######## block 1 ########
Fig. 1: block 1, track usage over the die
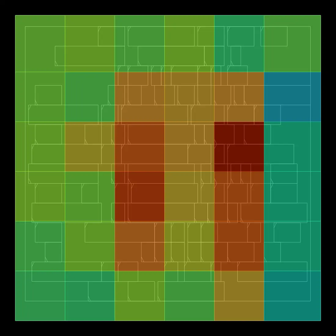

`config.mk`:
```
export PLATFORM = sky130hd
export DESIGN_NAME = irq_priority_encoder
export DESIGN_NICKNAME = d
export VERILOG_FILES = /design/src/rtl/irq_priority_encoder_pkg.sv /design/src/rtl/irq_priority_encoder_prio_enc8.sv /design/src/rtl/irq_priority_encoder.sv
export SDC_FILE = /design/constraint.sdc
export NUM_CORES = 1
export LEC_CHECK = 0
export CAP_MARGIN = 20
export CORE_UTILIZATION = 51
export CTS_CLUSTER_DIAMETER = 200
export CTS_CLUSTER_SIZE = 40
export DETAILED_ROUTE_END_ITERATION = 8
export PLACE_DENSITY = 0.84
export SLEW_MARGIN = 10
export SYNTH_ARGS = -nofsm -noshare
export SYNTH_HDL_FRONTEND = slang
export SYNTH_HIERARCHICAL = 1
export SYNTH_SLANG_ARGS = --single-unit
```
`constraint.sdc`:
```
create_clock -name iClk -period 3 [get_ports iClk]
set_input_delay 0.6 -clock iClk [delete_from_list [all_inputs] [get_ports iClk]]
set_output_delay 0.6 -clock iClk [all_outputs]
set_load 0.02 [all_outputs]
```
`src/rtl/irq_priority_encoder_pkg.sv`:
```
// Shared constants for the interrupt / key-scan priority encoder.
// Enable code, FSM state encodings and helper functions.
package irq_priority_encoder_pkg;

  localparam int N_REQ  = 8;
  localparam int CODE_W = 3;

  // {G1,G2} value that enables the block; shared with the 3-8 decoder
  localparam logic [1:0] ENA_ON = 2'b10;

  localparam logic [0:0] IDLE  = 1'b0;
  localparam logic [0:0] GRANT = 1'b1;

  function automatic logic [N_REQ-1:0] onehot(
    input logic [CODE_W-1:0] idx
  );
    return N_REQ'(1) << idx;
  endfunction

endpackage

```
`src/rtl/irq_priority_encoder_prio_enc8.sv`:
```
// prio_enc8: 8-bit vector to {any, index of highest set bit}.
// Ports: vec_i (vector), any_o (any bit set), idx_o (highest index).
module prio_enc8
  import irq_priority_encoder_pkg::*;
(
  input  logic [N_REQ-1:0]  vec_i,
  output logic              any_o,
  output logic [CODE_W-1:0] idx_o
);

  // Ascending scan: the last set bit seen is the highest one.
  always_comb begin
    any_o = |vec_i;
    idx_o = '0;
    for (int i = 0; i < N_REQ; i++) begin
      if (vec_i[i]) idx_o = CODE_W'(i);
    end
  end

endmodule

```
`src/rtl/irq_priority_encoder.sv`:
```
// Sequential 8-to-3 priority encoder with falling-edge capture and
// valid/ack handshake. Ports: iClk, iRst_n, iReq_n, iEna, iAck ->
// oData (granted index), oValid (code presented), oGS_n (any pending).
module irq_priority_encoder
  import irq_priority_encoder_pkg::*;
(
  input  logic              iClk,
  input  logic              iRst_n,
  input  logic [N_REQ-1:0]  iReq_n,
  input  logic [1:0]        iEna,
  input  logic              iAck,
  output logic [CODE_W-1:0] oData,
  output logic              oValid,
  output logic              oGS_n
);

  logic [N_REQ-1:0]  prev_n_q;
  logic [N_REQ-1:0]  pend_q, pend_d;
  logic [0:0]        st_q, st_d;
  logic [CODE_W-1:0] data_q, data_d;
  logic [N_REQ-1:0]  fall;
  logic [N_REQ-1:0]  clr;
  logic              en;
  logic              any;
  logic [CODE_W-1:0] idx;

  prio_enc8 u_prio (
    .vec_i (pend_q),
    .any_o (any),
    .idx_o (idx)
  );

  always_comb begin
    fall   = prev_n_q & ~iReq_n;
    en     = (iEna == ENA_ON);
    clr    = '0;
    pend_d = pend_q;
    st_d   = st_q;
    data_d = data_q;
    if (st_q == GRANT && iAck) clr = onehot(data_q);
    if (!en) begin
      pend_d = '0;
      st_d   = IDLE;
      data_d = '0;
    end else begin
      // OR-ing fall last lets a new edge beat its own clear
      pend_d = (pend_q & ~clr) | fall;
      unique case (st_q)
        IDLE: begin
          if (any) begin
            st_d   = GRANT;
            data_d = idx;
          end
        end
        GRANT: begin
          if (iAck) st_d = IDLE;
        end
        default: st_d = IDLE;
      endcase
    end
  end

  always_ff @(posedge iClk or negedge iRst_n) begin
    if (!iRst_n) begin
      prev_n_q <= '1;
      pend_q   <= '0;
      st_q     <= IDLE;
      data_q   <= '0;
    end else begin
      prev_n_q <= iReq_n;
      pend_q   <= pend_d;
      st_q     <= st_d;
      data_q   <= data_d;
    end
  end

  assign oData  = data_q;
  assign oValid = (st_q == GRANT);
  assign oGS_n  = ~|pend_q;

endmodule
```
######## block 2 ########
$ cat src/rtl/mccpu_mem_pkg.sv
// Shared encodings for the multicycle-CPU memory port: FSM states, access
// types and the request decode used while the port is idle.
package mccpu_mem_pkg;

    localparam int DEFAULT_TIMEOUT = 16;

    typedef enum logic [1:0] {
        ST_IDLE  = 2'd0,
        ST_BUSY  = 2'd1,
        ST_DONE  = 2'd2,
        ST_FAULT = 2'd3
    } state_t;

    typedef enum logic [1:0] {
        REQ_NONE  = 2'd0,
        REQ_FETCH = 2'd1,
        REQ_LOAD  = 2'd2,
        REQ_STORE = 2'd3
    } req_t;

    // A store beats a load when both strobes are up; strobes that do not match IorD are dropped.
    function automatic req_t decode_req(input logic iord, input logic irwrite,
                                        input logic memread, input logic memwrite);
        req_t r;
        r = REQ_NONE;
        if (!iord && irwrite)
            r = REQ_FETCH;
        else if (iord && memwrite)
            r = REQ_STORE;
        else if (iord && memread)
            r = REQ_LOAD;
        return r;
    endfunction

endpackage

$ cat src/rtl/mem_timeout_cnt.sv
// Wait-cycle counter for one memory access; expire flags the last BUSY cycle
// that may still be acked before the access is declared lost.
module mem_timeout_cnt
    import mccpu_mem_pkg::*;
#(
    parameter int TIMEOUT = DEFAULT_TIMEOUT
) (
    input  logic clk,
    input  logic rst_n,
    input  logic clear,
    input  logic enable,
    output logic expire
);

    localparam int CW = $clog2(TIMEOUT + 1);
    localparam logic [CW-1:0] LAST = CW'(TIMEOUT - 1);

    logic [CW-1:0] count_reg;

    assign expire = enable && (count_reg == LAST);

    // Holding at LAST once expired keeps the count from ever wrapping.
    always_ff @(posedge clk or negedge rst_n) begin
        if (!rst_n)
            count_reg <= '0;
        else if (clear)
            count_reg <= '0;
        else if (enable && !expire)
            count_reg <= count_reg + CW'(1);
    end

endmodule

$ cat src/rtl/mem_port.sv
// Memory access unit for the multicycle CPU: runs fetch/load/store on a shared
// req/ack memory, owns IR and MDR, stalls the controller and latches faults.
module mem_port
    import mccpu_mem_pkg::*;
#(
    parameter int ADDR_W  = 32,
    parameter int DATA_W  = 32,
    parameter int TIMEOUT = DEFAULT_TIMEOUT
) (
    input  logic              clk,
    input  logic              rst_n,
    input  logic              IorD,
    input  logic              IRWrite,
    input  logic              MemRead,
    input  logic              MemWrite,
    input  logic [ADDR_W-1:0] PC,
    input  logic [ADDR_W-1:0] ALUOut,
    input  logic [DATA_W-1:0] WData,
    output logic [DATA_W-1:0] IR,
    output logic [DATA_W-1:0] MDR,
    output logic              Stall,
    output logic              Fault,
    output logic [ADDR_W-1:0] FaultAddr,
    output logic              mem_req,
    output logic              mem_we,
    output logic [ADDR_W-1:0] mem_addr,
    output logic [DATA_W-1:0] mem_wdata,
    input  logic [DATA_W-1:0] mem_rdata,
    input  logic              mem_ack
);

    state_t            state_reg, state_next;
    req_t              req_dec, type_reg;
    logic [ADDR_W-1:0] req_addr, addr_reg, fault_addr_reg;
    logic [DATA_W-1:0] wdata_reg, ir_reg, mdr_reg;
    logic              misaligned;
    logic              cnt_clear, cnt_en, cnt_expire;

    assign req_dec    = decode_req(IorD, IRWrite, MemRead, MemWrite);
    assign req_addr   = IorD ? ALUOut : PC;
    assign misaligned = |req_addr[1:0];

    assign cnt_clear = (state_reg != ST_BUSY);
    assign cnt_en    = (state_reg == ST_BUSY) && !mem_ack;

    mem_timeout_cnt #(
        .TIMEOUT (TIMEOUT)
    ) u_timeout (
        .clk    (clk),
        .rst_n  (rst_n),
        .clear  (cnt_clear),
        .enable (cnt_en),
        .expire (cnt_expire)
    );

    always_ff @(posedge clk or negedge rst_n) begin
        if (!rst_n)
            state_reg <= ST_IDLE;
        else
            state_reg <= state_next;
    end

    // mem_req/mem_we decode straight from the state so reset drops them immediately.
    always_comb begin
        state_next = state_reg;
        Stall      = 1'b0;
        Fault      = 1'b0;
        mem_req    = 1'b0;
        mem_we     = 1'b0;
        case (state_reg)
            ST_IDLE: begin
                if (req_dec != REQ_NONE) begin
                    Stall      = 1'b1;
                    state_next = misaligned ? ST_FAULT : ST_BUSY;
                end
            end
            ST_BUSY: begin
                Stall   = 1'b1;
                mem_req = 1'b1;
                mem_we  = (type_reg == REQ_STORE);
                if (mem_ack)
                    state_next = ST_DONE;
                else if (cnt_expire)
                    state_next = ST_FAULT;
            end
            ST_DONE: begin
                state_next = ST_IDLE;
            end
            ST_FAULT: begin
                Stall = 1'b1;
                Fault = 1'b1;
            end
            default: state_next = ST_IDLE;
        endcase
    end

    always_ff @(posedge clk or negedge rst_n) begin
        if (!rst_n) begin
            addr_reg       <= '0;
            type_reg       <= REQ_NONE;
            wdata_reg      <= '0;
            ir_reg         <= '0;
            mdr_reg        <= '0;
            fault_addr_reg <= '0;
        end else begin
            if (state_reg == ST_IDLE && req_dec != REQ_NONE) begin
                if (misaligned) begin
                    fault_addr_reg <= req_addr;
                end else begin
                    addr_reg  <= req_addr;
                    type_reg  <= req_dec;
                    wdata_reg <= WData;
                end
            end
            // An ack in the expiring cycle still completes the access.
            if (state_reg == ST_BUSY) begin
                if (mem_ack) begin
                    if (type_reg == REQ_FETCH)
                        ir_reg <= mem_rdata;
                    if (type_reg == REQ_LOAD)
                        mdr_reg <= mem_rdata;
                end else if (cnt_expire) begin
                    fault_addr_reg <= addr_reg;
                end
            end
        end
    end

    assign IR        = ir_reg;
    assign MDR       = mdr_reg;
    assign FaultAddr = fault_addr_reg;
    assign mem_addr  = addr_reg;
    assign mem_wdata = wdata_reg;

endmodule

$ cat config.mk
export PLATFORM = sky130hd
export DESIGN_NAME = mem_port
export DESIGN_NICKNAME = d
export VERILOG_FILES = /design/src/rtl/mccpu_mem_pkg.sv /design/src/rtl/mem_timeout_cnt.sv /design/src/rtl/mem_port.sv
export SDC_FILE = /design/constraint.sdc
export NUM_CORES = 1
export LEC_CHECK = 0
export CORE_MARGIN = 10
export CORE_UTILIZATION = 36
export DETAILED_ROUTE_END_ITERATION = 6
export GPL_TIMING_DRIVEN = 1
export PLACE_DENSITY = 0.65
export RECOVER_POWER = 25
export REMOVE_ABC_BUFFERS = 1
export SKIP_CTS_REPAIR_TIMING = 1
export SYNTH_ARGS = -nofsm -noshare
export SYNTH_HDL_FRONTEND = slang
export SYNTH_SLANG_ARGS = --single-unit
$ cat constraint.sdc
create_clock -name clk -period 5.75 [get_ports clk]
set_input_delay 0.8625 -clock clk [delete_from_list [all_inputs] [get_ports clk]]
set_output_delay 0.8625 -clock clk [all_outputs]
set_load 0.01 [all_outputs]
Fig. 2: block 1, signal wires on met2
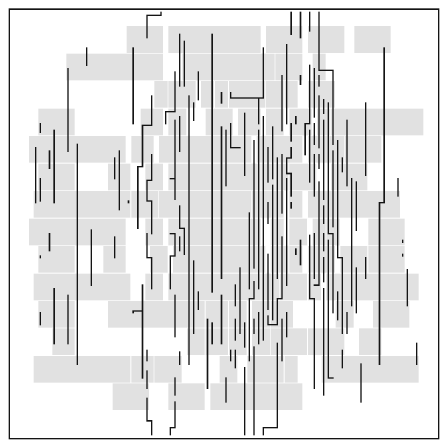
The wires run mostly vertical. The layer carries 782 um of wire. 97 nets have wire on it.

About Fig. 1:
met3 usage: 0.0259
GRT Max-Usage Layer: met2

==> results_dict.tcl, block 1 <==
# implementation run metrics
set metrics [dict create \
    synth.cell_area_sq_um 831 \
    skew_ns 0.00367 \
    nonClkBufAreaFrac 0.163 \
    ys_sh_xor 0 \
    ys_top_logic_family "simple AND/OR/NAND/NOR gates" \
    first_pass_iters 4 \
    drive_gt1_frac 0.146 \
    path_buffers 1 \
    setup_viol 0 \
    drc_errors 0 \
    max_stage_delay_ns 0.60 \
    utilization 0.693 \
    tritoncts "yes" \
    synth_adder_area_share 0 \
    muxShareOfSynthArea 0.0361 \
    wl_per_cell_um 14.0 \
    cp-startpoint "pend_q[6]$_DFF_PN0_" \
    top_area_frac 0.361 \
    routabilityCongestion 0.797 \
    worstPathRequired_ns 2.40 \
    n_fill_cell 124 \
    cts-resized-gates 0 \
    worst_slack_ns 0.404 \
    status "completed" \
    path_class "flop to output port" \
    met3WireLength_um 44 \
    finalPower_mw 0.498 \
    num-multi-input-gates 52 \
    final_cells 112 \
    power_frac_clock 0.262 \
]
block 1: state kept, by name, indices dropped and copies added, names as in the netlist:
name      cells
prev_n_q      8
oValid        1
oData         3
pend_q        8
block 1: path summary, 6_finish.rpt:
check	endpoint	cells after the start
setup / recovery	oGS_n	3
hold reg to reg	pend_q[7]$_DFF_PN0_	2
max in group asynchronous	pend_q[2]$_DFF_PN0_	1
min in group asynchronous	oData[1]$_DFFE_PN0P_	1
hold / removal	pend_q[7]$_DFF_PN0_	2
setup reg to reg	oData[0]$_DFFE_PN0P_	5
Fig. 3: block 2, routed clock nets over the placement
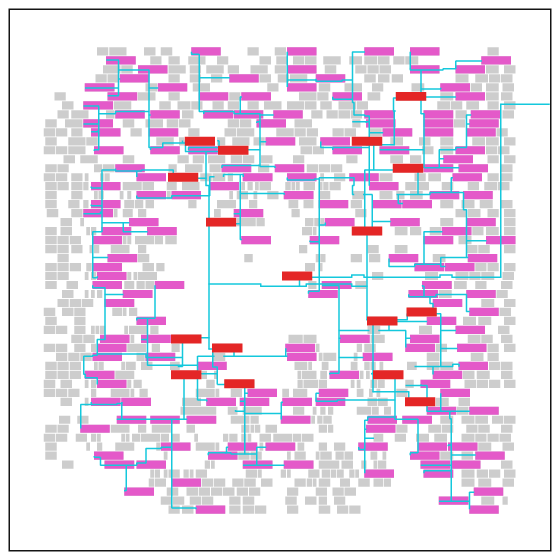
Red marks clock drivers, count 17. Magenta marks flip-flops, count 169. Cyan marks clock wires, length 2,090 um.
There are 18 routed clock nets.

==> results_dict.tcl, block 2 <==
# implementation run metrics
set metrics [dict create \
    path_buffers 2 \
    status "finished with violations" \
    failed_checks "capacitance limit, slew limit" \
    slew_viol_final 148 \
    drv_cap 2 \
    final_nets 980 \
    critPathTopFamily "buffers and inverters" \
    buffers 307 \
    fin_area_sq_um 11200 \
    finalPower_mw 2.47 \
    critPathCapture "state_reg[1]$_DFFE_PN0P_" \
    warnings 30 \
    chipArea_sq_um 26700 \
    max_freq_mhz 302 \
    muxShareOfSynthArea 0.210 \
    pre_cts_slack_ns 2.36 \
    skew_ns 0.00820 \
    tritoncts "yes" \
    rrSetupSlack_ns 2.80 \
    grt_usage 0.167 \
    dp_hpwl_mm 17.3 \
    worst_pin_slew_ns 2.85 \
]
==> block 2: metal layers <==
metal,track usage,vias to the layer above,share of wire
met1,0.200,2745,0.42
met5,0,-,0.00087
li1,-,2578,-
met3,0.0639,36,0.087
met4,0.0573,2,0.022
met2,0.269,230,0.47
==> block 2: power breakdown <==
part | switching [mW] | internal [mW] | total, mW
logic | 0.0671 | 0.0929 | 0.160
clock network | 0.511 | 0.612 | 1.12
registers | 0 | 1.19 | 1.19

######## block 3 ########
Fig. 4: block 3, signal wires on met2
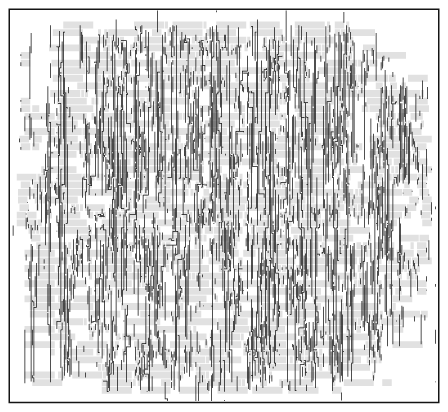

==> config.mk <==
export PLATFORM = sky130hd
export DESIGN_NAME = input_port_vc
export DESIGN_NICKNAME = d
export VERILOG_FILES = /design/src/rtl/input_port_vc.sv
export SDC_FILE = /design/constraint.sdc
export NUM_CORES = 1
export LEC_CHECK = 0
export ABC_AREA = 1
export CORE_AREA = 2 2 151 138
export DETAILED_ROUTE_END_ITERATION = 8
export DIE_AREA = 0 0 153 140
export PLACE_DENSITY_LB_ADDON = 0.15
export SLEW_MARGIN = 20
export SYNTH_ARGS = -nofsm -noshare
export SYNTH_HDL_FRONTEND = slang
export SYNTH_SLANG_ARGS = --single-unit
==> constraint.sdc <==
create_clock -name clk -period 8.62 [get_ports clk]
set_clock_uncertainty 0.05 [all_clocks]
set_input_delay 1.293 -clock clk [delete_from_list [all_inputs] [get_ports clk]]
set_output_delay 1.293 -clock clk [all_outputs]
set_load 0.005 [all_outputs]
==> src/rtl/input_port_vc.sv <==
// Router input port: one circular flit FIFO per virtual channel, a per-VC
// IDLE/VA/ACTIVE controller, switch-grant pop and a registered crossbar output.
// Optional sticky drop flag: define INPUT_PORT_VC_ERR_FLAG_EN to add error_o.
module input_port_vc #(
  parameter int BUFFER_SIZE = 8,
  parameter int VC_NUM      = 2,
  parameter int VC_ID_W     = 4,
  parameter int PAYLOAD_W   = 8,
  localparam int FLIT_W     = 2 + VC_ID_W + PAYLOAD_W
) (
  input  logic              clk,
  input  logic              rst,
  input  logic [FLIT_W-1:0] data_i,
  input  logic              valid_i,
  output logic [VC_NUM-1:0] va_req_o,
  input  logic [VC_NUM-1:0] va_grant_i,
  output logic [VC_NUM-1:0] sa_req_o,
  input  logic [VC_NUM-1:0] sa_grant_i,
  output logic [FLIT_W-1:0] flit_o,
  output logic              valid_o,
`ifdef INPUT_PORT_VC_ERR_FLAG_EN
  output logic              error_o,
`endif
  output logic [VC_NUM-1:0] credit_o
);

  // Flit layout, MSB first: {flit_label[1:0], vc_id[VC_ID_W-1:0], payload}
  localparam logic [1:0] LBL_HEAD     = 2'd0;
  localparam logic [1:0] LBL_TAIL     = 2'd2;
  localparam logic [1:0] LBL_HEADTAIL = 2'd3;

  localparam int PTR_W = $clog2(BUFFER_SIZE);
  localparam int CNT_W = PTR_W + 1;

  typedef enum logic [1:0] {IDLE, VA, ACTIVE} vc_state_e;

  logic [FLIT_W-1:0] mem     [VC_NUM][BUFFER_SIZE];
  logic [PTR_W-1:0]  wr_ptr  [VC_NUM];
  logic [PTR_W-1:0]  rd_ptr  [VC_NUM];
  logic [CNT_W-1:0]  count   [VC_NUM];
  logic [1:0]        head_label [VC_NUM];
  vc_state_e         state_q [VC_NUM];
  vc_state_e         state_d [VC_NUM];

  logic [VC_ID_W-1:0] in_vc;
  logic [VC_NUM-1:0]  served;
  logic [VC_NUM-1:0]  pop;
  logic [VC_NUM-1:0]  push;
  logic [FLIT_W-1:0]  pop_flit;
  logic               drop;

  assign in_vc = data_i[PAYLOAD_W +: VC_ID_W];

  // NOTE: every combinational output gets a default before the loops so no
  // path through the block leaves a variable unassigned (no latch inferred).
  always_comb begin
    va_req_o = '0;
    sa_req_o = '0;
    push     = '0;
    pop_flit = '0;
    for (int v = 0; v < VC_NUM; v++) begin
      head_label[v] = mem[v][rd_ptr[v]][FLIT_W-1 -: 2];
      va_req_o[v]   = (state_q[v] == VA);
      sa_req_o[v]   = (state_q[v] == ACTIVE) && (count[v] != '0);
    end
    // Grants to non-requesting VCs are masked, then the lowest index wins.
    served = sa_grant_i & sa_req_o;
    pop    = served & (~served + VC_NUM'(1));
    for (int v = 0; v < VC_NUM; v++) begin
      if (pop[v]) pop_flit = mem[v][rd_ptr[v]];
      // A full FIFO still takes the flit when it is being popped this edge.
      push[v] = valid_i && (32'(in_vc) == v) &&
                ((count[v] != CNT_W'(BUFFER_SIZE)) || pop[v]);
    end
    drop = valid_i && (push == '0);
  end

  always_comb begin
    for (int v = 0; v < VC_NUM; v++) begin
      state_d[v] = state_q[v];
      case (state_q[v])
        IDLE:
          if ((count[v] != '0) &&
              ((head_label[v] == LBL_HEAD) || (head_label[v] == LBL_HEADTAIL)))
            state_d[v] = VA;
        VA:
          if (va_grant_i[v]) state_d[v] = ACTIVE;
        ACTIVE:
          if (pop[v] &&
              ((head_label[v] == LBL_TAIL) || (head_label[v] == LBL_HEADTAIL)))
            state_d[v] = IDLE;
        default: state_d[v] = IDLE;
      endcase
    end
  end

  // NOTE: state uses non-blocking assignments so every register samples the
  // pre-edge values regardless of statement order.
  always_ff @(posedge clk) begin
    if (!rst) begin
      for (int v = 0; v < VC_NUM; v++) begin
        wr_ptr[v]  <= '0;
        rd_ptr[v]  <= '0;
        count[v]   <= '0;
        state_q[v] <= IDLE;
      end
      flit_o   <= '0;
      valid_o  <= 1'b0;
      credit_o <= '0;
    end else begin
      for (int v = 0; v < VC_NUM; v++) begin
        state_q[v] <= state_d[v];
        if (push[v]) wr_ptr[v] <= wr_ptr[v] + PTR_W'(1);
        if (pop[v])  rd_ptr[v] <= rd_ptr[v] + PTR_W'(1);
        count[v] <= count[v] + CNT_W'(push[v]) - CNT_W'(pop[v]);
      end
      valid_o  <= |pop;
      credit_o <= pop;
      if (|pop) flit_o <= pop_flit;
    end
  end

  // NOTE: the flit storage is deliberately not reset; occupancy counters
  // decide what is valid, so stale entries are never observed.
  always_ff @(posedge clk) begin
    for (int v = 0; v < VC_NUM; v++)
      if (push[v]) mem[v][wr_ptr[v]] <= data_i;
  end

`ifdef INPUT_PORT_VC_ERR_FLAG_EN
  always_ff @(posedge clk) begin
    if (!rst)      error_o <= 1'b0;
    else if (drop) error_o <= 1'b1;
  end
`endif

endmodule

######## block 4 ########
$ cat src/rtl/ika2151_pkg.sv
// Shared definitions for the IKA2151 register-write sequencer: FSM encoding,
// default bus timing constants and the buffered command record.
package ika2151_pkg;

  typedef enum logic [3:0] {
    ST_IDLE,
    ST_A_SETUP,
    ST_A_STB,
    ST_A_HOLD,
    ST_D_SETUP,
    ST_D_STB,
    ST_D_HOLD,
    ST_P_SETUP,
    ST_P_STB,
    ST_P_HOLD,
    ST_REL
  } wrseq_state_t;

  localparam int DEF_FIFO_AW   = 4;
  localparam int DEF_SETUP_TK  = 2;
  localparam int DEF_STROBE_TK = 4;
  localparam int DEF_HOLD_TK   = 2;
  localparam int DEF_BUSY_TMO  = 255;

  typedef struct packed {
    logic [7:0] addr;
    logic [7:0] data;
  } wr_cmd_t;

endpackage

$ cat src/rtl/ika2151_wrseq_if.sv
// Host command handshake plus the IKA2151 chip-bus pins, seen from the sequencer
// (slave) and from the host/core side (master).
interface ika2151_wrseq_if;
  logic       cmd_valid;
  logic       cmd_ready;
  logic [7:0] cmd_addr;
  logic [7:0] cmd_data;
  logic       cs_n;
  logic       rd_n;
  logic       wr_n;
  logic       a0;
  logic [7:0] d;
  logic [7:0] status;

  modport slave (
    input  cmd_valid, cmd_addr, cmd_data, status,
    output cmd_ready, cs_n, rd_n, wr_n, a0, d
  );

  modport master (
    output cmd_valid, cmd_addr, cmd_data, status,
    input  cmd_ready, cs_n, rd_n, wr_n, a0, d
  );
endinterface

$ cat src/rtl/ika2151_cmdfifo.sv
// Synchronous first-word-fall-through FIFO of (addr,data) write commands with an
// occupancy count; the caller guarantees no push when full and no pop when empty.
module ika2151_cmdfifo
  import ika2151_pkg::*;
#(
  parameter int FIFO_AW = DEF_FIFO_AW
) (
  input  logic             clk,
  input  logic             rst_n,
  input  logic             push,
  input  logic             pop,
  input  wr_cmd_t          wdata,
  output wr_cmd_t          rdata,
  output logic [FIFO_AW:0] level,
  output logic             full,
  output logic             empty
);
  localparam int DEPTH = 1 << FIFO_AW;

  wr_cmd_t            mem [DEPTH];
  logic [FIFO_AW-1:0] wr_ptr;
  logic [FIFO_AW-1:0] rd_ptr;

  always_ff @(posedge clk or negedge rst_n) begin
    if (!rst_n) begin
      wr_ptr <= '0;
      rd_ptr <= '0;
      level  <= '0;
    end else begin
      if (push) wr_ptr <= wr_ptr + 1'b1;
      if (pop)  rd_ptr <= rd_ptr + 1'b1;
      case ({push, pop})
        2'b10:   level <= level + 1'b1;
        2'b01:   level <= level - 1'b1;
        default: level <= level;
      endcase
    end
  end

  // Storage carries data only; emptiness is defined by the pointers and level.
  always_ff @(posedge clk) begin
    if (push) mem[wr_ptr] <= wdata;
  end

  assign rdata = mem[rd_ptr];
  assign full  = (level == (FIFO_AW+1)'(DEPTH));
  assign empty = (level == '0);

endmodule

$ cat src/rtl/ika2151_wrseq.sv
// Replays buffered register writes on the IKA2151 bus: address cycle, data cycle,
// then status polling until the busy flag clears or the poll budget runs out.
module ika2151_wrseq
  import ika2151_pkg::*;
#(
  parameter int FIFO_AW   = DEF_FIFO_AW,
  parameter int SETUP_TK  = DEF_SETUP_TK,
  parameter int STROBE_TK = DEF_STROBE_TK,
  parameter int HOLD_TK   = DEF_HOLD_TK,
  parameter int BUSY_TMO  = DEF_BUSY_TMO
) (
  input  logic             i_EMUCLK,
  input  logic             i_MRST_n,
  input  logic             i_phiM_PCEN_n,
  ika2151_wrseq_if.slave   bus,
  output logic             o_IDLE,
  output logic [FIFO_AW:0] o_LEVEL,
  output logic             o_TIMEOUT
);
  wrseq_state_t state_q, state_d;
  logic [7:0]   cnt_q, cnt_d;
  logic [7:0]   polls_q, polls_d;
  logic         busy_q, busy_d;
  logic         tmo_d;
  wr_cmd_t      cmd_q, cmd_cur, fifo_rdata;
  logic         push, pop, full, empty;
  logic         tick, done;
  logic         cs_d, rd_d, wr_d, a0_d;
  logic [7:0]   d_d;
  logic         cs_q, rd_q, wr_q, a0_q;
  logic [7:0]   d_q;
  logic         unused_status;

  // Remaining ticks after entry, so a phase of N ticks loads N-1.
  function automatic logic [7:0] phase_len(input wrseq_state_t s);
    case (s)
      ST_A_SETUP, ST_D_SETUP, ST_P_SETUP:       return 8'(SETUP_TK - 1);
      ST_A_STB, ST_D_STB, ST_P_STB:             return 8'(STROBE_TK - 1);
      ST_A_HOLD, ST_D_HOLD, ST_P_HOLD, ST_REL:  return 8'(HOLD_TK - 1);
      default:                                  return 8'd0;
    endcase
  endfunction

  ika2151_cmdfifo #(.FIFO_AW(FIFO_AW)) u_fifo (
    .clk   (i_EMUCLK),
    .rst_n (i_MRST_n),
    .push  (push),
    .pop   (pop),
    .wdata ({bus.cmd_addr, bus.cmd_data}),
    .rdata (fifo_rdata),
    .level (o_LEVEL),
    .full  (full),
    .empty (empty)
  );

  assign push          = bus.cmd_valid & ~full;
  assign bus.cmd_ready = ~full;
  assign o_IDLE        = (state_q == ST_IDLE) & empty;
  assign tick          = ~i_phiM_PCEN_n;
  assign done          = tick & (cnt_q == 8'd0);
  assign cmd_cur       = pop ? fifo_rdata : cmd_q;
  assign unused_status = ^bus.status[6:0];

  always_comb begin
    state_d = state_q;
    cnt_d   = cnt_q;
    polls_d = polls_q;
    busy_d  = busy_q;
    tmo_d   = 1'b0;
    pop     = 1'b0;
    if (tick && cnt_q != 8'd0) cnt_d = cnt_q - 8'd1;
    case (state_q)
      ST_IDLE: begin
        polls_d = 8'd0;
        if (tick && !empty) begin
          pop     = 1'b1;
          state_d = ST_A_SETUP;
        end
      end
      ST_A_SETUP: if (done) state_d = ST_A_STB;
      ST_A_STB:   if (done) state_d = ST_A_HOLD;
      ST_A_HOLD:  if (done) state_d = ST_D_SETUP;
      ST_D_SETUP: if (done) state_d = ST_D_STB;
      ST_D_STB:   if (done) state_d = ST_D_HOLD;
      ST_D_HOLD:  if (done) state_d = ST_P_SETUP;
      ST_P_SETUP: if (done) state_d = ST_P_STB;
      ST_P_STB: begin
        if (done) begin
          busy_d  = bus.status[7];
          state_d = ST_P_HOLD;
        end
      end
      ST_P_HOLD: begin
        if (done) begin
          if (!busy_q) begin
            state_d = ST_REL;
          end else if (polls_q == 8'(BUSY_TMO)) begin
            tmo_d   = 1'b1;
            state_d = ST_REL;
          end else begin
            polls_d = (polls_q == 8'hFF) ? polls_q : polls_q + 8'd1;
            state_d = ST_P_SETUP;
          end
        end
      end
      ST_REL:  if (done) state_d = ST_IDLE;
      default: state_d = ST_IDLE;
    endcase
    if (state_d != state_q) cnt_d = phase_len(state_d);
  end

  // Bus pins are decoded from the next state and registered, so they change
  // together with the state and never glitch.
  always_comb begin
    cs_d = 1'b1;
    rd_d = 1'b1;
    wr_d = 1'b1;
    a0_d = 1'b0;
    d_d  = 8'd0;
    case (state_d)
      ST_A_SETUP, ST_A_HOLD: begin
        cs_d = 1'b0;
        d_d  = cmd_cur.addr;
      end
      ST_A_STB: begin
        cs_d = 1'b0;
        wr_d = 1'b0;
        d_d  = cmd_cur.addr;
      end
      ST_D_SETUP, ST_D_HOLD: begin
        cs_d = 1'b0;
        a0_d = 1'b1;
        d_d  = cmd_cur.data;
      end
      ST_D_STB: begin
        cs_d = 1'b0;
        wr_d = 1'b0;
        a0_d = 1'b1;
        d_d  = cmd_cur.data;
      end
      ST_P_SETUP, ST_P_HOLD: begin
        cs_d = 1'b0;
        a0_d = 1'b1;
      end
      ST_P_STB: begin
        cs_d = 1'b0;
        rd_d = 1'b0;
        a0_d = 1'b1;
      end
      ST_REL:  a0_d = 1'b1;
      default: ;
    endcase
  end

  always_ff @(posedge i_EMUCLK or negedge i_MRST_n) begin
    if (!i_MRST_n) begin
      state_q   <= ST_IDLE;
      cnt_q     <= 8'd0;
      polls_q   <= 8'd0;
      busy_q    <= 1'b0;
      o_TIMEOUT <= 1'b0;
      cs_q      <= 1'b1;
      rd_q      <= 1'b1;
      wr_q      <= 1'b1;
      a0_q      <= 1'b0;
      d_q       <= 8'd0;
    end else begin
      state_q   <= state_d;
      cnt_q     <= cnt_d;
      polls_q   <= polls_d;
      busy_q    <= busy_d;
      o_TIMEOUT <= tmo_d;
      cs_q      <= cs_d;
      rd_q      <= rd_d;
      wr_q      <= wr_d;
      a0_q      <= a0_d;
      d_q       <= d_d;
    end
  end

  always_ff @(posedge i_EMUCLK) begin
    if (pop) cmd_q <= fifo_rdata;
  end

  assign bus.cs_n = cs_q;
  assign bus.rd_n = rd_q;
  assign bus.wr_n = wr_q;
  assign bus.a0   = a0_q;
  assign bus.d    = d_q;

endmodule

$ cat src/flat_wrapper.sv
// flat-port wrapper written by rule: the top's interface ports become plain ports
module ika2151_wrseq_flat import ika2151_pkg::*;
#(
  parameter int FIFO_AW   = DEF_FIFO_AW,
  parameter int SETUP_TK  = DEF_SETUP_TK,
  parameter int STROBE_TK = DEF_STROBE_TK,
  parameter int HOLD_TK   = DEF_HOLD_TK,
  parameter int BUSY_TMO  = DEF_BUSY_TMO
)
  (i_EMUCLK, i_MRST_n, i_phiM_PCEN_n, o_IDLE, o_LEVEL, o_TIMEOUT, bus_cmd_valid, bus_cmd_addr, bus_cmd_data, bus_status, bus_cmd_ready, bus_cs_n, bus_rd_n, bus_wr_n, bus_a0, bus_d);
  ika2151_wrseq_if bus_i ();
  input  logic i_EMUCLK;
  input  logic i_MRST_n;
  input  logic i_phiM_PCEN_n;
  output logic o_IDLE;
  output logic [FIFO_AW:0] o_LEVEL;
  output logic o_TIMEOUT;
  input wire logic [$bits(bus_i.cmd_valid)-1:0] bus_cmd_valid;
  input wire logic [$bits(bus_i.cmd_addr)-1:0] bus_cmd_addr;
  input wire logic [$bits(bus_i.cmd_data)-1:0] bus_cmd_data;
  input wire logic [$bits(bus_i.status)-1:0] bus_status;
  output wire logic [$bits(bus_i.cmd_ready)-1:0] bus_cmd_ready;
  output wire logic [$bits(bus_i.cs_n)-1:0] bus_cs_n;
  output wire logic [$bits(bus_i.rd_n)-1:0] bus_rd_n;
  output wire logic [$bits(bus_i.wr_n)-1:0] bus_wr_n;
  output wire logic [$bits(bus_i.a0)-1:0] bus_a0;
  output wire logic [$bits(bus_i.d)-1:0] bus_d;
  assign bus_i.cmd_valid = bus_cmd_valid;
  assign bus_i.cmd_addr = bus_cmd_addr;
  assign bus_i.cmd_data = bus_cmd_data;
  assign bus_i.status = bus_status;
  assign bus_cmd_ready = bus_i.cmd_ready;
  assign bus_cs_n = bus_i.cs_n;
  assign bus_rd_n = bus_i.rd_n;
  assign bus_wr_n = bus_i.wr_n;
  assign bus_a0 = bus_i.a0;
  assign bus_d = bus_i.d;
  ika2151_wrseq #(.FIFO_AW(FIFO_AW), .SETUP_TK(SETUP_TK), .STROBE_TK(STROBE_TK), .HOLD_TK(HOLD_TK), .BUSY_TMO(BUSY_TMO)) u_core (.i_EMUCLK(i_EMUCLK), .i_MRST_n(i_MRST_n), .i_phiM_PCEN_n(i_phiM_PCEN_n), .bus(bus_i), .o_IDLE(o_IDLE), .o_LEVEL(o_LEVEL), .o_TIMEOUT(o_TIMEOUT));
endmodule
$ cat config.mk
export PLATFORM = sky130hd
export DESIGN_NAME = ika2151_wrseq_flat
export DESIGN_NICKNAME = d
export VERILOG_FILES = /design/src/rtl/ika2151_pkg.sv /design/src/rtl/ika2151_wrseq_if.sv /design/src/rtl/ika2151_cmdfifo.sv /design/src/rtl/ika2151_wrseq.sv /design/src/flat_wrapper.sv
export SDC_FILE = /design/constraint.sdc
export NUM_CORES = 1
export LEC_CHECK = 0
export CORE_MARGIN = 10
export CORE_UTILIZATION = 48
export CTS_CLUSTER_DIAMETER = 120
export CTS_CLUSTER_SIZE = 20
export DETAILED_ROUTE_END_ITERATION = 12
export GPL_TIMING_DRIVEN = 0
export MAX_ROUTING_LAYER = met4
export PLACE_DENSITY = 0.65
export SYNTH_ARGS = -nofsm -noshare
export SYNTH_HDL_FRONTEND = slang
export SYNTH_SLANG_ARGS = --single-unit
$ cat constraint.sdc
create_clock -name i_EMUCLK -period 5.8 [get_ports i_EMUCLK]
set_input_delay 0.87 -clock i_EMUCLK [delete_from_list [all_inputs] [get_ports i_EMUCLK]]
set_output_delay 0.87 -clock i_EMUCLK [all_outputs]
set_load 0.01 [all_outputs]
######## block 5 ########
==> src/rtl/pong_pkg.sv <==
// Shared types and constants for the pong frame scheduler: phase encoding and
// the one-hot bit positions of the per-unit start/done handshake.
package pong_pkg;

  typedef enum logic [2:0] {
    PH_IDLE,
    PH_PADDLE,
    PH_BALL,
    PH_COLLIDE,
    PH_SCORE
  } phase_e;

  localparam int unsigned NUM_PHASES = 4;

  localparam int unsigned PH_PADDLE_BIT  = 0;
  localparam int unsigned PH_BALL_BIT    = 1;
  localparam int unsigned PH_COLLIDE_BIT = 2;
  localparam int unsigned PH_SCORE_BIT   = 3;

  // One-hot handshake lane of a phase; IDLE owns no lane.
  function automatic logic [NUM_PHASES-1:0] phase_onehot(phase_e ph);
    logic [NUM_PHASES-1:0] oh;
    oh = '0;
    case (ph)
      PH_PADDLE:  oh[PH_PADDLE_BIT]  = 1'b1;
      PH_BALL:    oh[PH_BALL_BIT]    = 1'b1;
      PH_COLLIDE: oh[PH_COLLIDE_BIT] = 1'b1;
      PH_SCORE:   oh[PH_SCORE_BIT]   = 1'b1;
      default:    oh = '0;
    endcase
    return oh;
  endfunction

endpackage

==> src/rtl/game_phase_sequencer_if.sv <==
// Bundle between the frame scheduler and the pong datapath: game tick, pause,
// per-unit start/done handshake and the frame/overrun status.
interface game_phase_sequencer_if #(
  parameter int unsigned FRAME_W = 16,
  parameter int unsigned OVR_W   = 8
);
  import pong_pkg::*;

  logic                  tick_in;
  logic                  pause;
  logic [NUM_PHASES-1:0] phase_done;
  logic [NUM_PHASES-1:0] phase_start;
  logic                  busy;
  logic                  frame_done;
  logic [FRAME_W-1:0]    frame_count;
  logic                  overrun;
  logic [OVR_W-1:0]      overrun_count;
  logic                  timeout_err;

  // Scheduler side.
  modport master (
    input  tick_in,
    input  pause,
    input  phase_done,
    output phase_start,
    output busy,
    output frame_done,
    output frame_count,
    output overrun,
    output overrun_count,
    output timeout_err
  );

  // Datapath / environment side.
  modport slave (
    output tick_in,
    output pause,
    output phase_done,
    input  phase_start,
    input  busy,
    input  frame_done,
    input  frame_count,
    input  overrun,
    input  overrun_count,
    input  timeout_err
  );

endinterface

==> src/rtl/phase_watchdog.sv <==
// Per-phase wait counter: cleared on phase entry, counts while a phase waits,
// flags expiry on the TIMEOUT_CYC-th cycle. Used only with PHASE_TIMEOUT_EN.
module phase_watchdog #(
  parameter int unsigned TIMEOUT_CYC = 1024
) (
  input  logic clk_in,
  input  logic rst_n,
  input  logic load,
  input  logic count_en,
  output logic expired
);

  localparam int unsigned CntW = $clog2(TIMEOUT_CYC);
  localparam logic [CntW-1:0] LastCnt = CntW'(TIMEOUT_CYC - 1);

  logic [CntW-1:0] cnt_q, cnt_d;

  // Entry cycle holds 0, so LastCnt is the TIMEOUT_CYC-th cycle in the phase.
  assign expired = (cnt_q == LastCnt);

  always_comb begin
    cnt_d = cnt_q;
    if (load) begin
      cnt_d = '0;
    end else if (count_en && !expired) begin
      cnt_d = cnt_q + 1'b1;
    end
  end

  always_ff @(posedge clk_in or negedge rst_n) begin
    if (!rst_n) begin
      cnt_q <= '0;
    end else begin
      cnt_q <= cnt_d;
    end
  end

endmodule

==> src/rtl/game_phase_sequencer.sv <==
// Pong frame scheduler: one paddle/ball/collide/score pass per game tick rise,
// with frame and overrun counters. Optional per-phase watchdog: PHASE_TIMEOUT_EN.
module game_phase_sequencer
  import pong_pkg::*;
#(
  parameter int unsigned FRAME_W = 16,
  parameter int unsigned OVR_W   = 8
`ifdef PHASE_TIMEOUT_EN
  ,
  parameter int unsigned TIMEOUT_CYC = 1024
`endif
) (
  input  logic                  clk_in,
  input  logic                  rst_n,
  game_phase_sequencer_if.master bus
);

  phase_e                state_q, state_d;
  logic                  tick_q;
  logic                  tick_rise;
  logic                  busy;
  logic                  cur_done;
  logic                  timeout_hit;
  logic [NUM_PHASES-1:0] phase_start_q, phase_start_d;
  logic                  frame_done_q, frame_done_d;
  logic [FRAME_W-1:0]    frame_count_q, frame_count_d;
  logic                  overrun_q, overrun_d;
  logic [OVR_W-1:0]      overrun_count_q, overrun_count_d;

  assign tick_rise = bus.tick_in & ~tick_q;
  assign busy      = (state_q != PH_IDLE);
  // Only the current phase's done lane matters; IDLE selects no lane.
  assign cur_done  = |(bus.phase_done & phase_onehot(state_q));

`ifdef PHASE_TIMEOUT_EN
  logic wd_expired;
  logic timeout_err_q;

  phase_watchdog #(
    .TIMEOUT_CYC(TIMEOUT_CYC)
  ) u_phase_watchdog (
    .clk_in  (clk_in),
    .rst_n   (rst_n),
    .load    (state_d != state_q),
    .count_en(busy),
    .expired (wd_expired)
  );

  // A done on the limit cycle wins over expiry.
  assign timeout_hit = busy & wd_expired & ~cur_done;

  always_ff @(posedge clk_in or negedge rst_n) begin
    if (!rst_n) begin
      timeout_err_q <= 1'b0;
    end else if (timeout_hit) begin
      timeout_err_q <= 1'b1;
    end
  end

  assign bus.timeout_err = timeout_err_q;
`else
  assign timeout_hit     = 1'b0;
  assign bus.timeout_err = 1'b0;
`endif

  always_comb begin
    state_d         = state_q;
    phase_start_d   = '0;
    frame_done_d    = 1'b0;
    frame_count_d   = frame_count_q;
    overrun_d       = 1'b0;
    overrun_count_d = overrun_count_q;

    case (state_q)
      PH_IDLE: begin
        if (tick_rise && !bus.pause) begin
          state_d = PH_PADDLE;
        end
      end
      PH_PADDLE: begin
        if (cur_done) state_d = PH_BALL;
      end
      PH_BALL: begin
        if (cur_done) state_d = PH_COLLIDE;
      end
      PH_COLLIDE: begin
        if (cur_done) state_d = PH_SCORE;
      end
      PH_SCORE: begin
        if (cur_done) begin
          state_d       = PH_IDLE;
          frame_done_d  = 1'b1;
          frame_count_d = frame_count_q + 1'b1;
        end
      end
      default: state_d = PH_IDLE;
    endcase

    if (timeout_hit) begin
      state_d = PH_IDLE;
    end

    // Start pulse lands on the first cycle of the phase being entered.
    if ((state_d != state_q) && (state_d != PH_IDLE)) begin
      phase_start_d = phase_onehot(state_d);
    end

    // Ticks while busy (including the final SCORE cycle) are dropped, not queued.
    if (tick_rise && busy) begin
      overrun_d = 1'b1;
      if (overrun_count_q != {OVR_W{1'b1}}) begin
        overrun_count_d = overrun_count_q + 1'b1;
      end
    end
  end

  always_ff @(posedge clk_in or negedge rst_n) begin
    if (!rst_n) begin
      state_q         <= PH_IDLE;
      tick_q          <= 1'b0;
      phase_start_q   <= '0;
      frame_done_q    <= 1'b0;
      frame_count_q   <= '0;
      overrun_q       <= 1'b0;
      overrun_count_q <= '0;
    end else begin
      state_q         <= state_d;
      tick_q          <= bus.tick_in;
      phase_start_q   <= phase_start_d;
      frame_done_q    <= frame_done_d;
      frame_count_q   <= frame_count_d;
      overrun_q       <= overrun_d;
      overrun_count_q <= overrun_count_d;
    end
  end

  assign bus.phase_start   = phase_start_q;
  assign bus.busy          = busy;
  assign bus.frame_done    = frame_done_q;
  assign bus.frame_count   = frame_count_q;
  assign bus.overrun       = overrun_q;
  assign bus.overrun_count = overrun_count_q;

endmodule

==> src/flat_wrapper.sv <==
// flat-port wrapper written by rule: the top's interface ports become plain ports
module game_phase_sequencer_flat import pong_pkg::*;
#(
  parameter int unsigned FRAME_W = 16,
  parameter int unsigned OVR_W   = 8

)
  (clk_in, rst_n, bus_tick_in, bus_pause, bus_phase_done, bus_phase_start, bus_busy, bus_frame_done, bus_frame_count, bus_overrun, bus_overrun_count, bus_timeout_err);
  game_phase_sequencer_if #(.FRAME_W(FRAME_W), .OVR_W(OVR_W)) bus_i ();
  input  logic clk_in;
  input  logic rst_n;
  input wire logic [$bits(bus_i.tick_in)-1:0] bus_tick_in;
  input wire logic [$bits(bus_i.pause)-1:0] bus_pause;
  input wire logic [$bits(bus_i.phase_done)-1:0] bus_phase_done;
  output wire logic [$bits(bus_i.phase_start)-1:0] bus_phase_start;
  output wire logic [$bits(bus_i.busy)-1:0] bus_busy;
  output wire logic [$bits(bus_i.frame_done)-1:0] bus_frame_done;
  output wire logic [$bits(bus_i.frame_count)-1:0] bus_frame_count;
  output wire logic [$bits(bus_i.overrun)-1:0] bus_overrun;
  output wire logic [$bits(bus_i.overrun_count)-1:0] bus_overrun_count;
  output wire logic [$bits(bus_i.timeout_err)-1:0] bus_timeout_err;
  assign bus_i.tick_in = bus_tick_in;
  assign bus_i.pause = bus_pause;
  assign bus_i.phase_done = bus_phase_done;
  assign bus_phase_start = bus_i.phase_start;
  assign bus_busy = bus_i.busy;
  assign bus_frame_done = bus_i.frame_done;
  assign bus_frame_count = bus_i.frame_count;
  assign bus_overrun = bus_i.overrun;
  assign bus_overrun_count = bus_i.overrun_count;
  assign bus_timeout_err = bus_i.timeout_err;
  game_phase_sequencer #(.FRAME_W(FRAME_W), .OVR_W(OVR_W)) u_core (.clk_in(clk_in), .rst_n(rst_n), .bus(bus_i));
endmodule
==> config.mk <==
export PLATFORM = sky130hd
export DESIGN_NAME = game_phase_sequencer_flat
export DESIGN_NICKNAME = d
export VERILOG_FILES = /design/src/rtl/pong_pkg.sv /design/src/rtl/game_phase_sequencer_if.sv /design/src/rtl/phase_watchdog.sv /design/src/rtl/game_phase_sequencer.sv /design/src/flat_wrapper.sv
export SDC_FILE = /design/constraint.sdc
export NUM_CORES = 1
export LEC_CHECK = 0
export ABC_CLOCK_PERIOD_IN_PS = 2850
export CAP_MARGIN = 25
export CORE_MARGIN = 4
export CORE_UTILIZATION = 50
export CTS_CLUSTER_DIAMETER = 100
export CTS_CLUSTER_SIZE = 25
export DETAILED_ROUTE_END_ITERATION = 8
export PLACE_DENSITY = 0.83
export SYNTH_ARGS = -nofsm -noshare
export SYNTH_HDL_FRONTEND = slang
export SYNTH_HIERARCHICAL = 1
export SYNTH_SLANG_ARGS = --single-unit
==> constraint.sdc <==
create_clock -name clk_in -period 2.85 [get_ports clk_in]
set_input_delay 0.285 -clock clk_in [delete_from_list [all_inputs] [get_ports clk_in]]
set_output_delay 0.285 -clock clk_in [all_outputs]
set_load 0.02 [all_outputs]

==> layout pictures side by side <==
Gate-type map.
picture 1
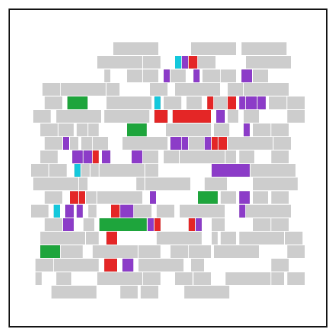
picture 2
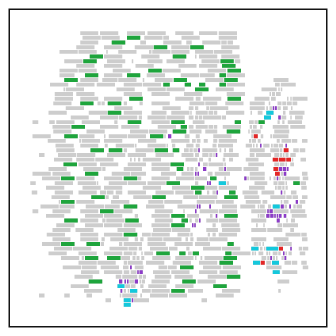
picture 3
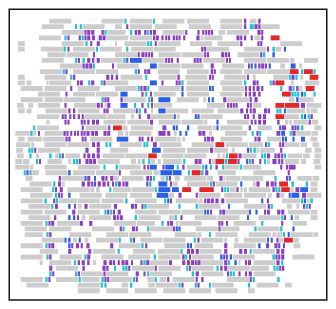
The one with the most cells is picture 3.
Block 5 is picture 1.
Block 3 is picture 3.
Block 4 is picture 2.

Key to picture 1:
Cyan marks inv cells, cells 4. Green marks mux cells, cells 5. Red marks nor cells, cells 15. Purple marks nand cells, cells 28.

Fig. 5: block 5, signal wires on met2
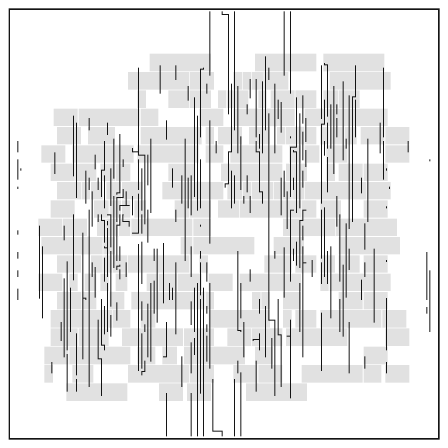
162 nets have wire on it. The wires run mostly vertical.

==> results_dict.tcl, block 5 <==
# implementation run metrics
set metrics [dict create \
    drv_cap 0 \
    fin_area_sq_um 1960 \
    insertion_delay_ns 0.32 \
    max_freq_mhz 479 \
    peakVddDrop_mv 0.495 \
    synth-edff-count 0 \
    lay_top_count "clkdlybuf4s50_1" \
    num-multi-input-gates 87 \
    cp.depth 3 \
    synth.cell_area_sq_um 1540 \
    finalPower_mw 1.33 \
    rrSetupSlack_ns 1.08 \
    met3WireLength_um 189 \
    grt_use_met1 0.191 \
    warnings 26 \
    register_area_sq_um 851 \
    simple_gate_area_frac 0.206 \
    clk_share 0.0229 \
    via_per_inst 5.41 \
    num_rows 19 \
    status "completed" \
    drive_gt1_frac 0.0819 \
    dominant_cells "flip-flops and latches" \
    highest_layer "met4" \
]
block 5: state kept, by name, indices dropped and copies added, names as in the netlist:
register                  count
u_core/bus.overrun            1
u_core/bus.overrun_count      8
u_core/tick_q                 1
u_core/state_q                3
u_core/bus.frame_done         1
u_core/bus.phase_start        4
u_core/bus.frame_count       16
block 5: power breakdown:
group | switching, mW | leakage [nW] | internal (mW)
clock | 0.145 | 0.0254 | 0.0930
combinational | 0.210 | 0.406 | 0.220
sequential | 0.104 | 0.457 | 0.562
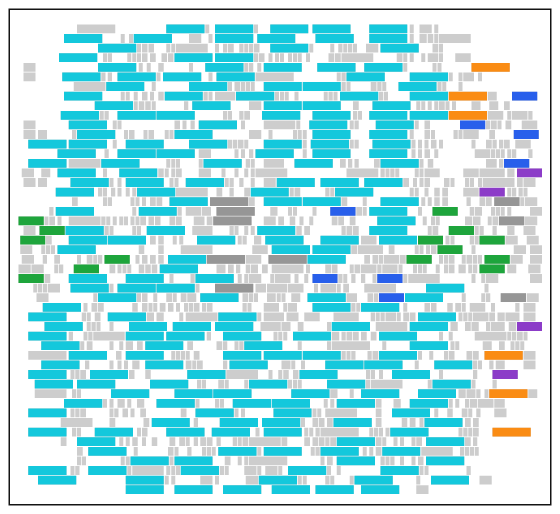
Fig. 6. Register map, names as in the netlist (block 3).
Other sequential cells in the stronger grey, the rest of the logic in the fainter grey.
Purple marks `state_q`, placed flops 4, where right middle. Cyan marks `mem`, placed flops 224. Green marks `flit_o`, placed flops 14. Blue marks `count`, placed flops 8. Orange marks `rd_ptr`, placed flops 6.
Another 9 sequential cells are not coloured.

About Fig. 4:
848 nets have wire on it. The wires run mostly vertical. The layer holds 46% of the routed length.

==> results_dict.tcl, block 3 <==
# implementation run metrics
set metrics [dict create \
    busiest_layer "met2" \
    ys_top_cells_by_area "edfxtp_1 (61%), nand2_1 (9.5%), nand3_1 (6.6%)" \
    cp-startpoint "data_i[11]" \
    routabilityCongestion 0.832 \
    diodes 0 \
    cts_buffer_depth 3 \
    hp-start "state_q[0][3]$_SDFFE_PN0P_" \
    cts_buffers 27 \
    slew_headroom 0.249 \
    clock_sinks 265 \
    gr-usage-met3 0.0476 \
    slew_viol_final 0 \
    whs_ns 0.495 \
    grt_pass1_vias 7421 \
    regToRegStartpoint "count[0][3]$_SDFF_PN0_" \
    yosys_cells 1132 \
    synthCells 1132 \
    power_leader "sequential cells" \
    die_y_um 140 \
    power.internal_mw 2.19 \
    power.switching_mw 0.581 \
    drt_iter0_markers 794 \
    grt_use_met1 0.375 \
    register_area_sq_um 7670 \
    use_met2 0.399 \
    status "completed" \
    cts_root_buf "clkbuf_16" \
]
==> block 3: flip-flops by register name, indices dropped and copies added (netlist names) <==
signal	cells
valid_o	1
state_q	4
wr_ptr	6
flit_o	14
rd_ptr	6
mem	224
count	8
credit_o	2
==> block 3: cell type report <==
type / instances / area share
Timing Repair Buffer: 55 / 0.0388
Clock buffer: 29 / 0.0514
Sequential cell: 265 / 0.577
Clock inverter: 21 / 0.0206
Tap cell: 255 / 0.0240
Multi-Input combinational cell: 635 / 0.236
Inverter: 184 / 0.0522
Fig. 7: block 4, track usage over the die
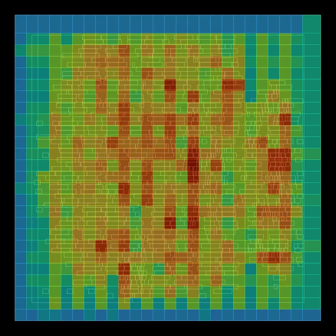
overall routing resource usage: 0.164
GRT Max-Usage Layer: met2

==> results_dict.tcl, block 4 <==
# implementation run metrics
set metrics [dict create \
    status "completed" \
    worst_pin_slew_ns 0.872 \
    p_sw_frac 0.298 \
    p_comb_mw 1.74 \
    grt_max_degree 43 \
    cp-startpoint "u_core.state_q[1]$_DFF_PN0_" \
    layout_top_cells "edfxtp_1 (256), mux4_2 (64), dfrtp_1 (44)" \
    power_density_nw_per_um2 414 \
    top_cells_by_count "edfxtp_1 (256), mux4_2 (64), dfrtp_1 (44)" \
    whs_ns 0.213 \
    final_cells 1132 \
    synth.cell_area_sq_um 12800 \
    p_seq_mw 2.95 \
    warnings 37 \
    worstPathRequired_ns 6.19 \
    power_leader "sequential cells" \
    seq_share 0.634 \
    dominant_cells "flip-flops and latches" \
    yosysWarnings 0 \
    top_cell "edfxtp_1" \
    core-area_sq_um 26200 \
    drt_iter0_markers 574 \
    routabilityCongestion 0.835 \
    nonClkBufAreaFrac 0.0587 \
    cp.arrival_ns 3.71 \
    cts.htree.levels 1 \
    largest_register "u_core.u_fifo.mem" \
    ys_seq_frac 0.717 \
    clkTransAtPathRegs_ns 0.09 \
    diodes 0 \
]
==> block 4: cells by family (layout without fill, tap and decap cells) <==
family / after synthesis / after routing / share of synthesized area
xor+xnor: 24 / 24 / 0.0164
buf+inv: 53 / 143 / 0.0199
mux: 83 / 83 / 0.129
compound gates: 95 / 95 / 0.0563
fa+ha+maj: 13 / 13 / 0.0133
simple gates: 120 / 120 / 0.0483
flops: 319 / 319 / 0.717


## Gallery

Register map, names as in the netlist.
Other sequential cells in the stronger grey, the rest of the logic in the fainter grey.
image #1
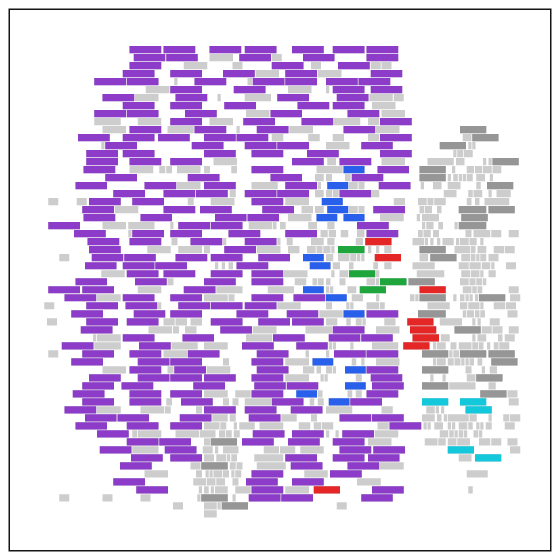
image #2
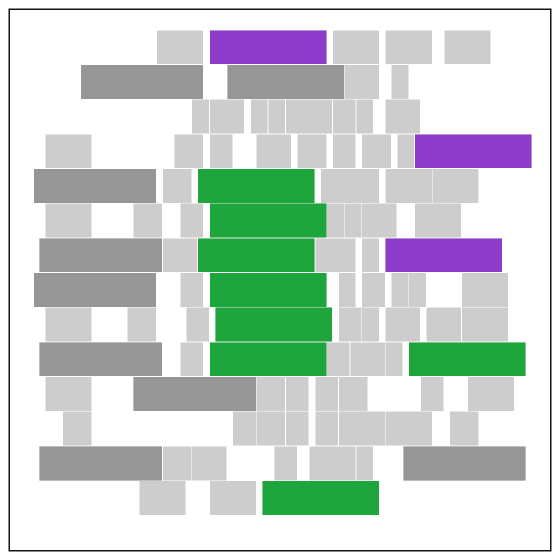
image #3
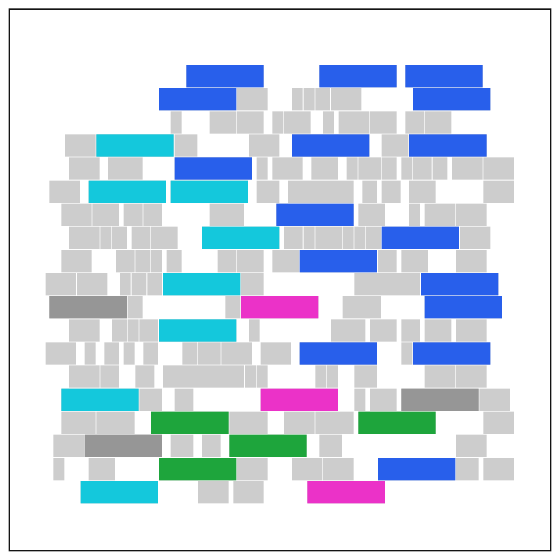
- fewest sequential cells: image #2
- fewest cells: image #2
- image #3 = block 5
- image #1 = block 4
- image #2 = block 1

Power figures rest on the tool's default switching activity, not on a simulated workload.
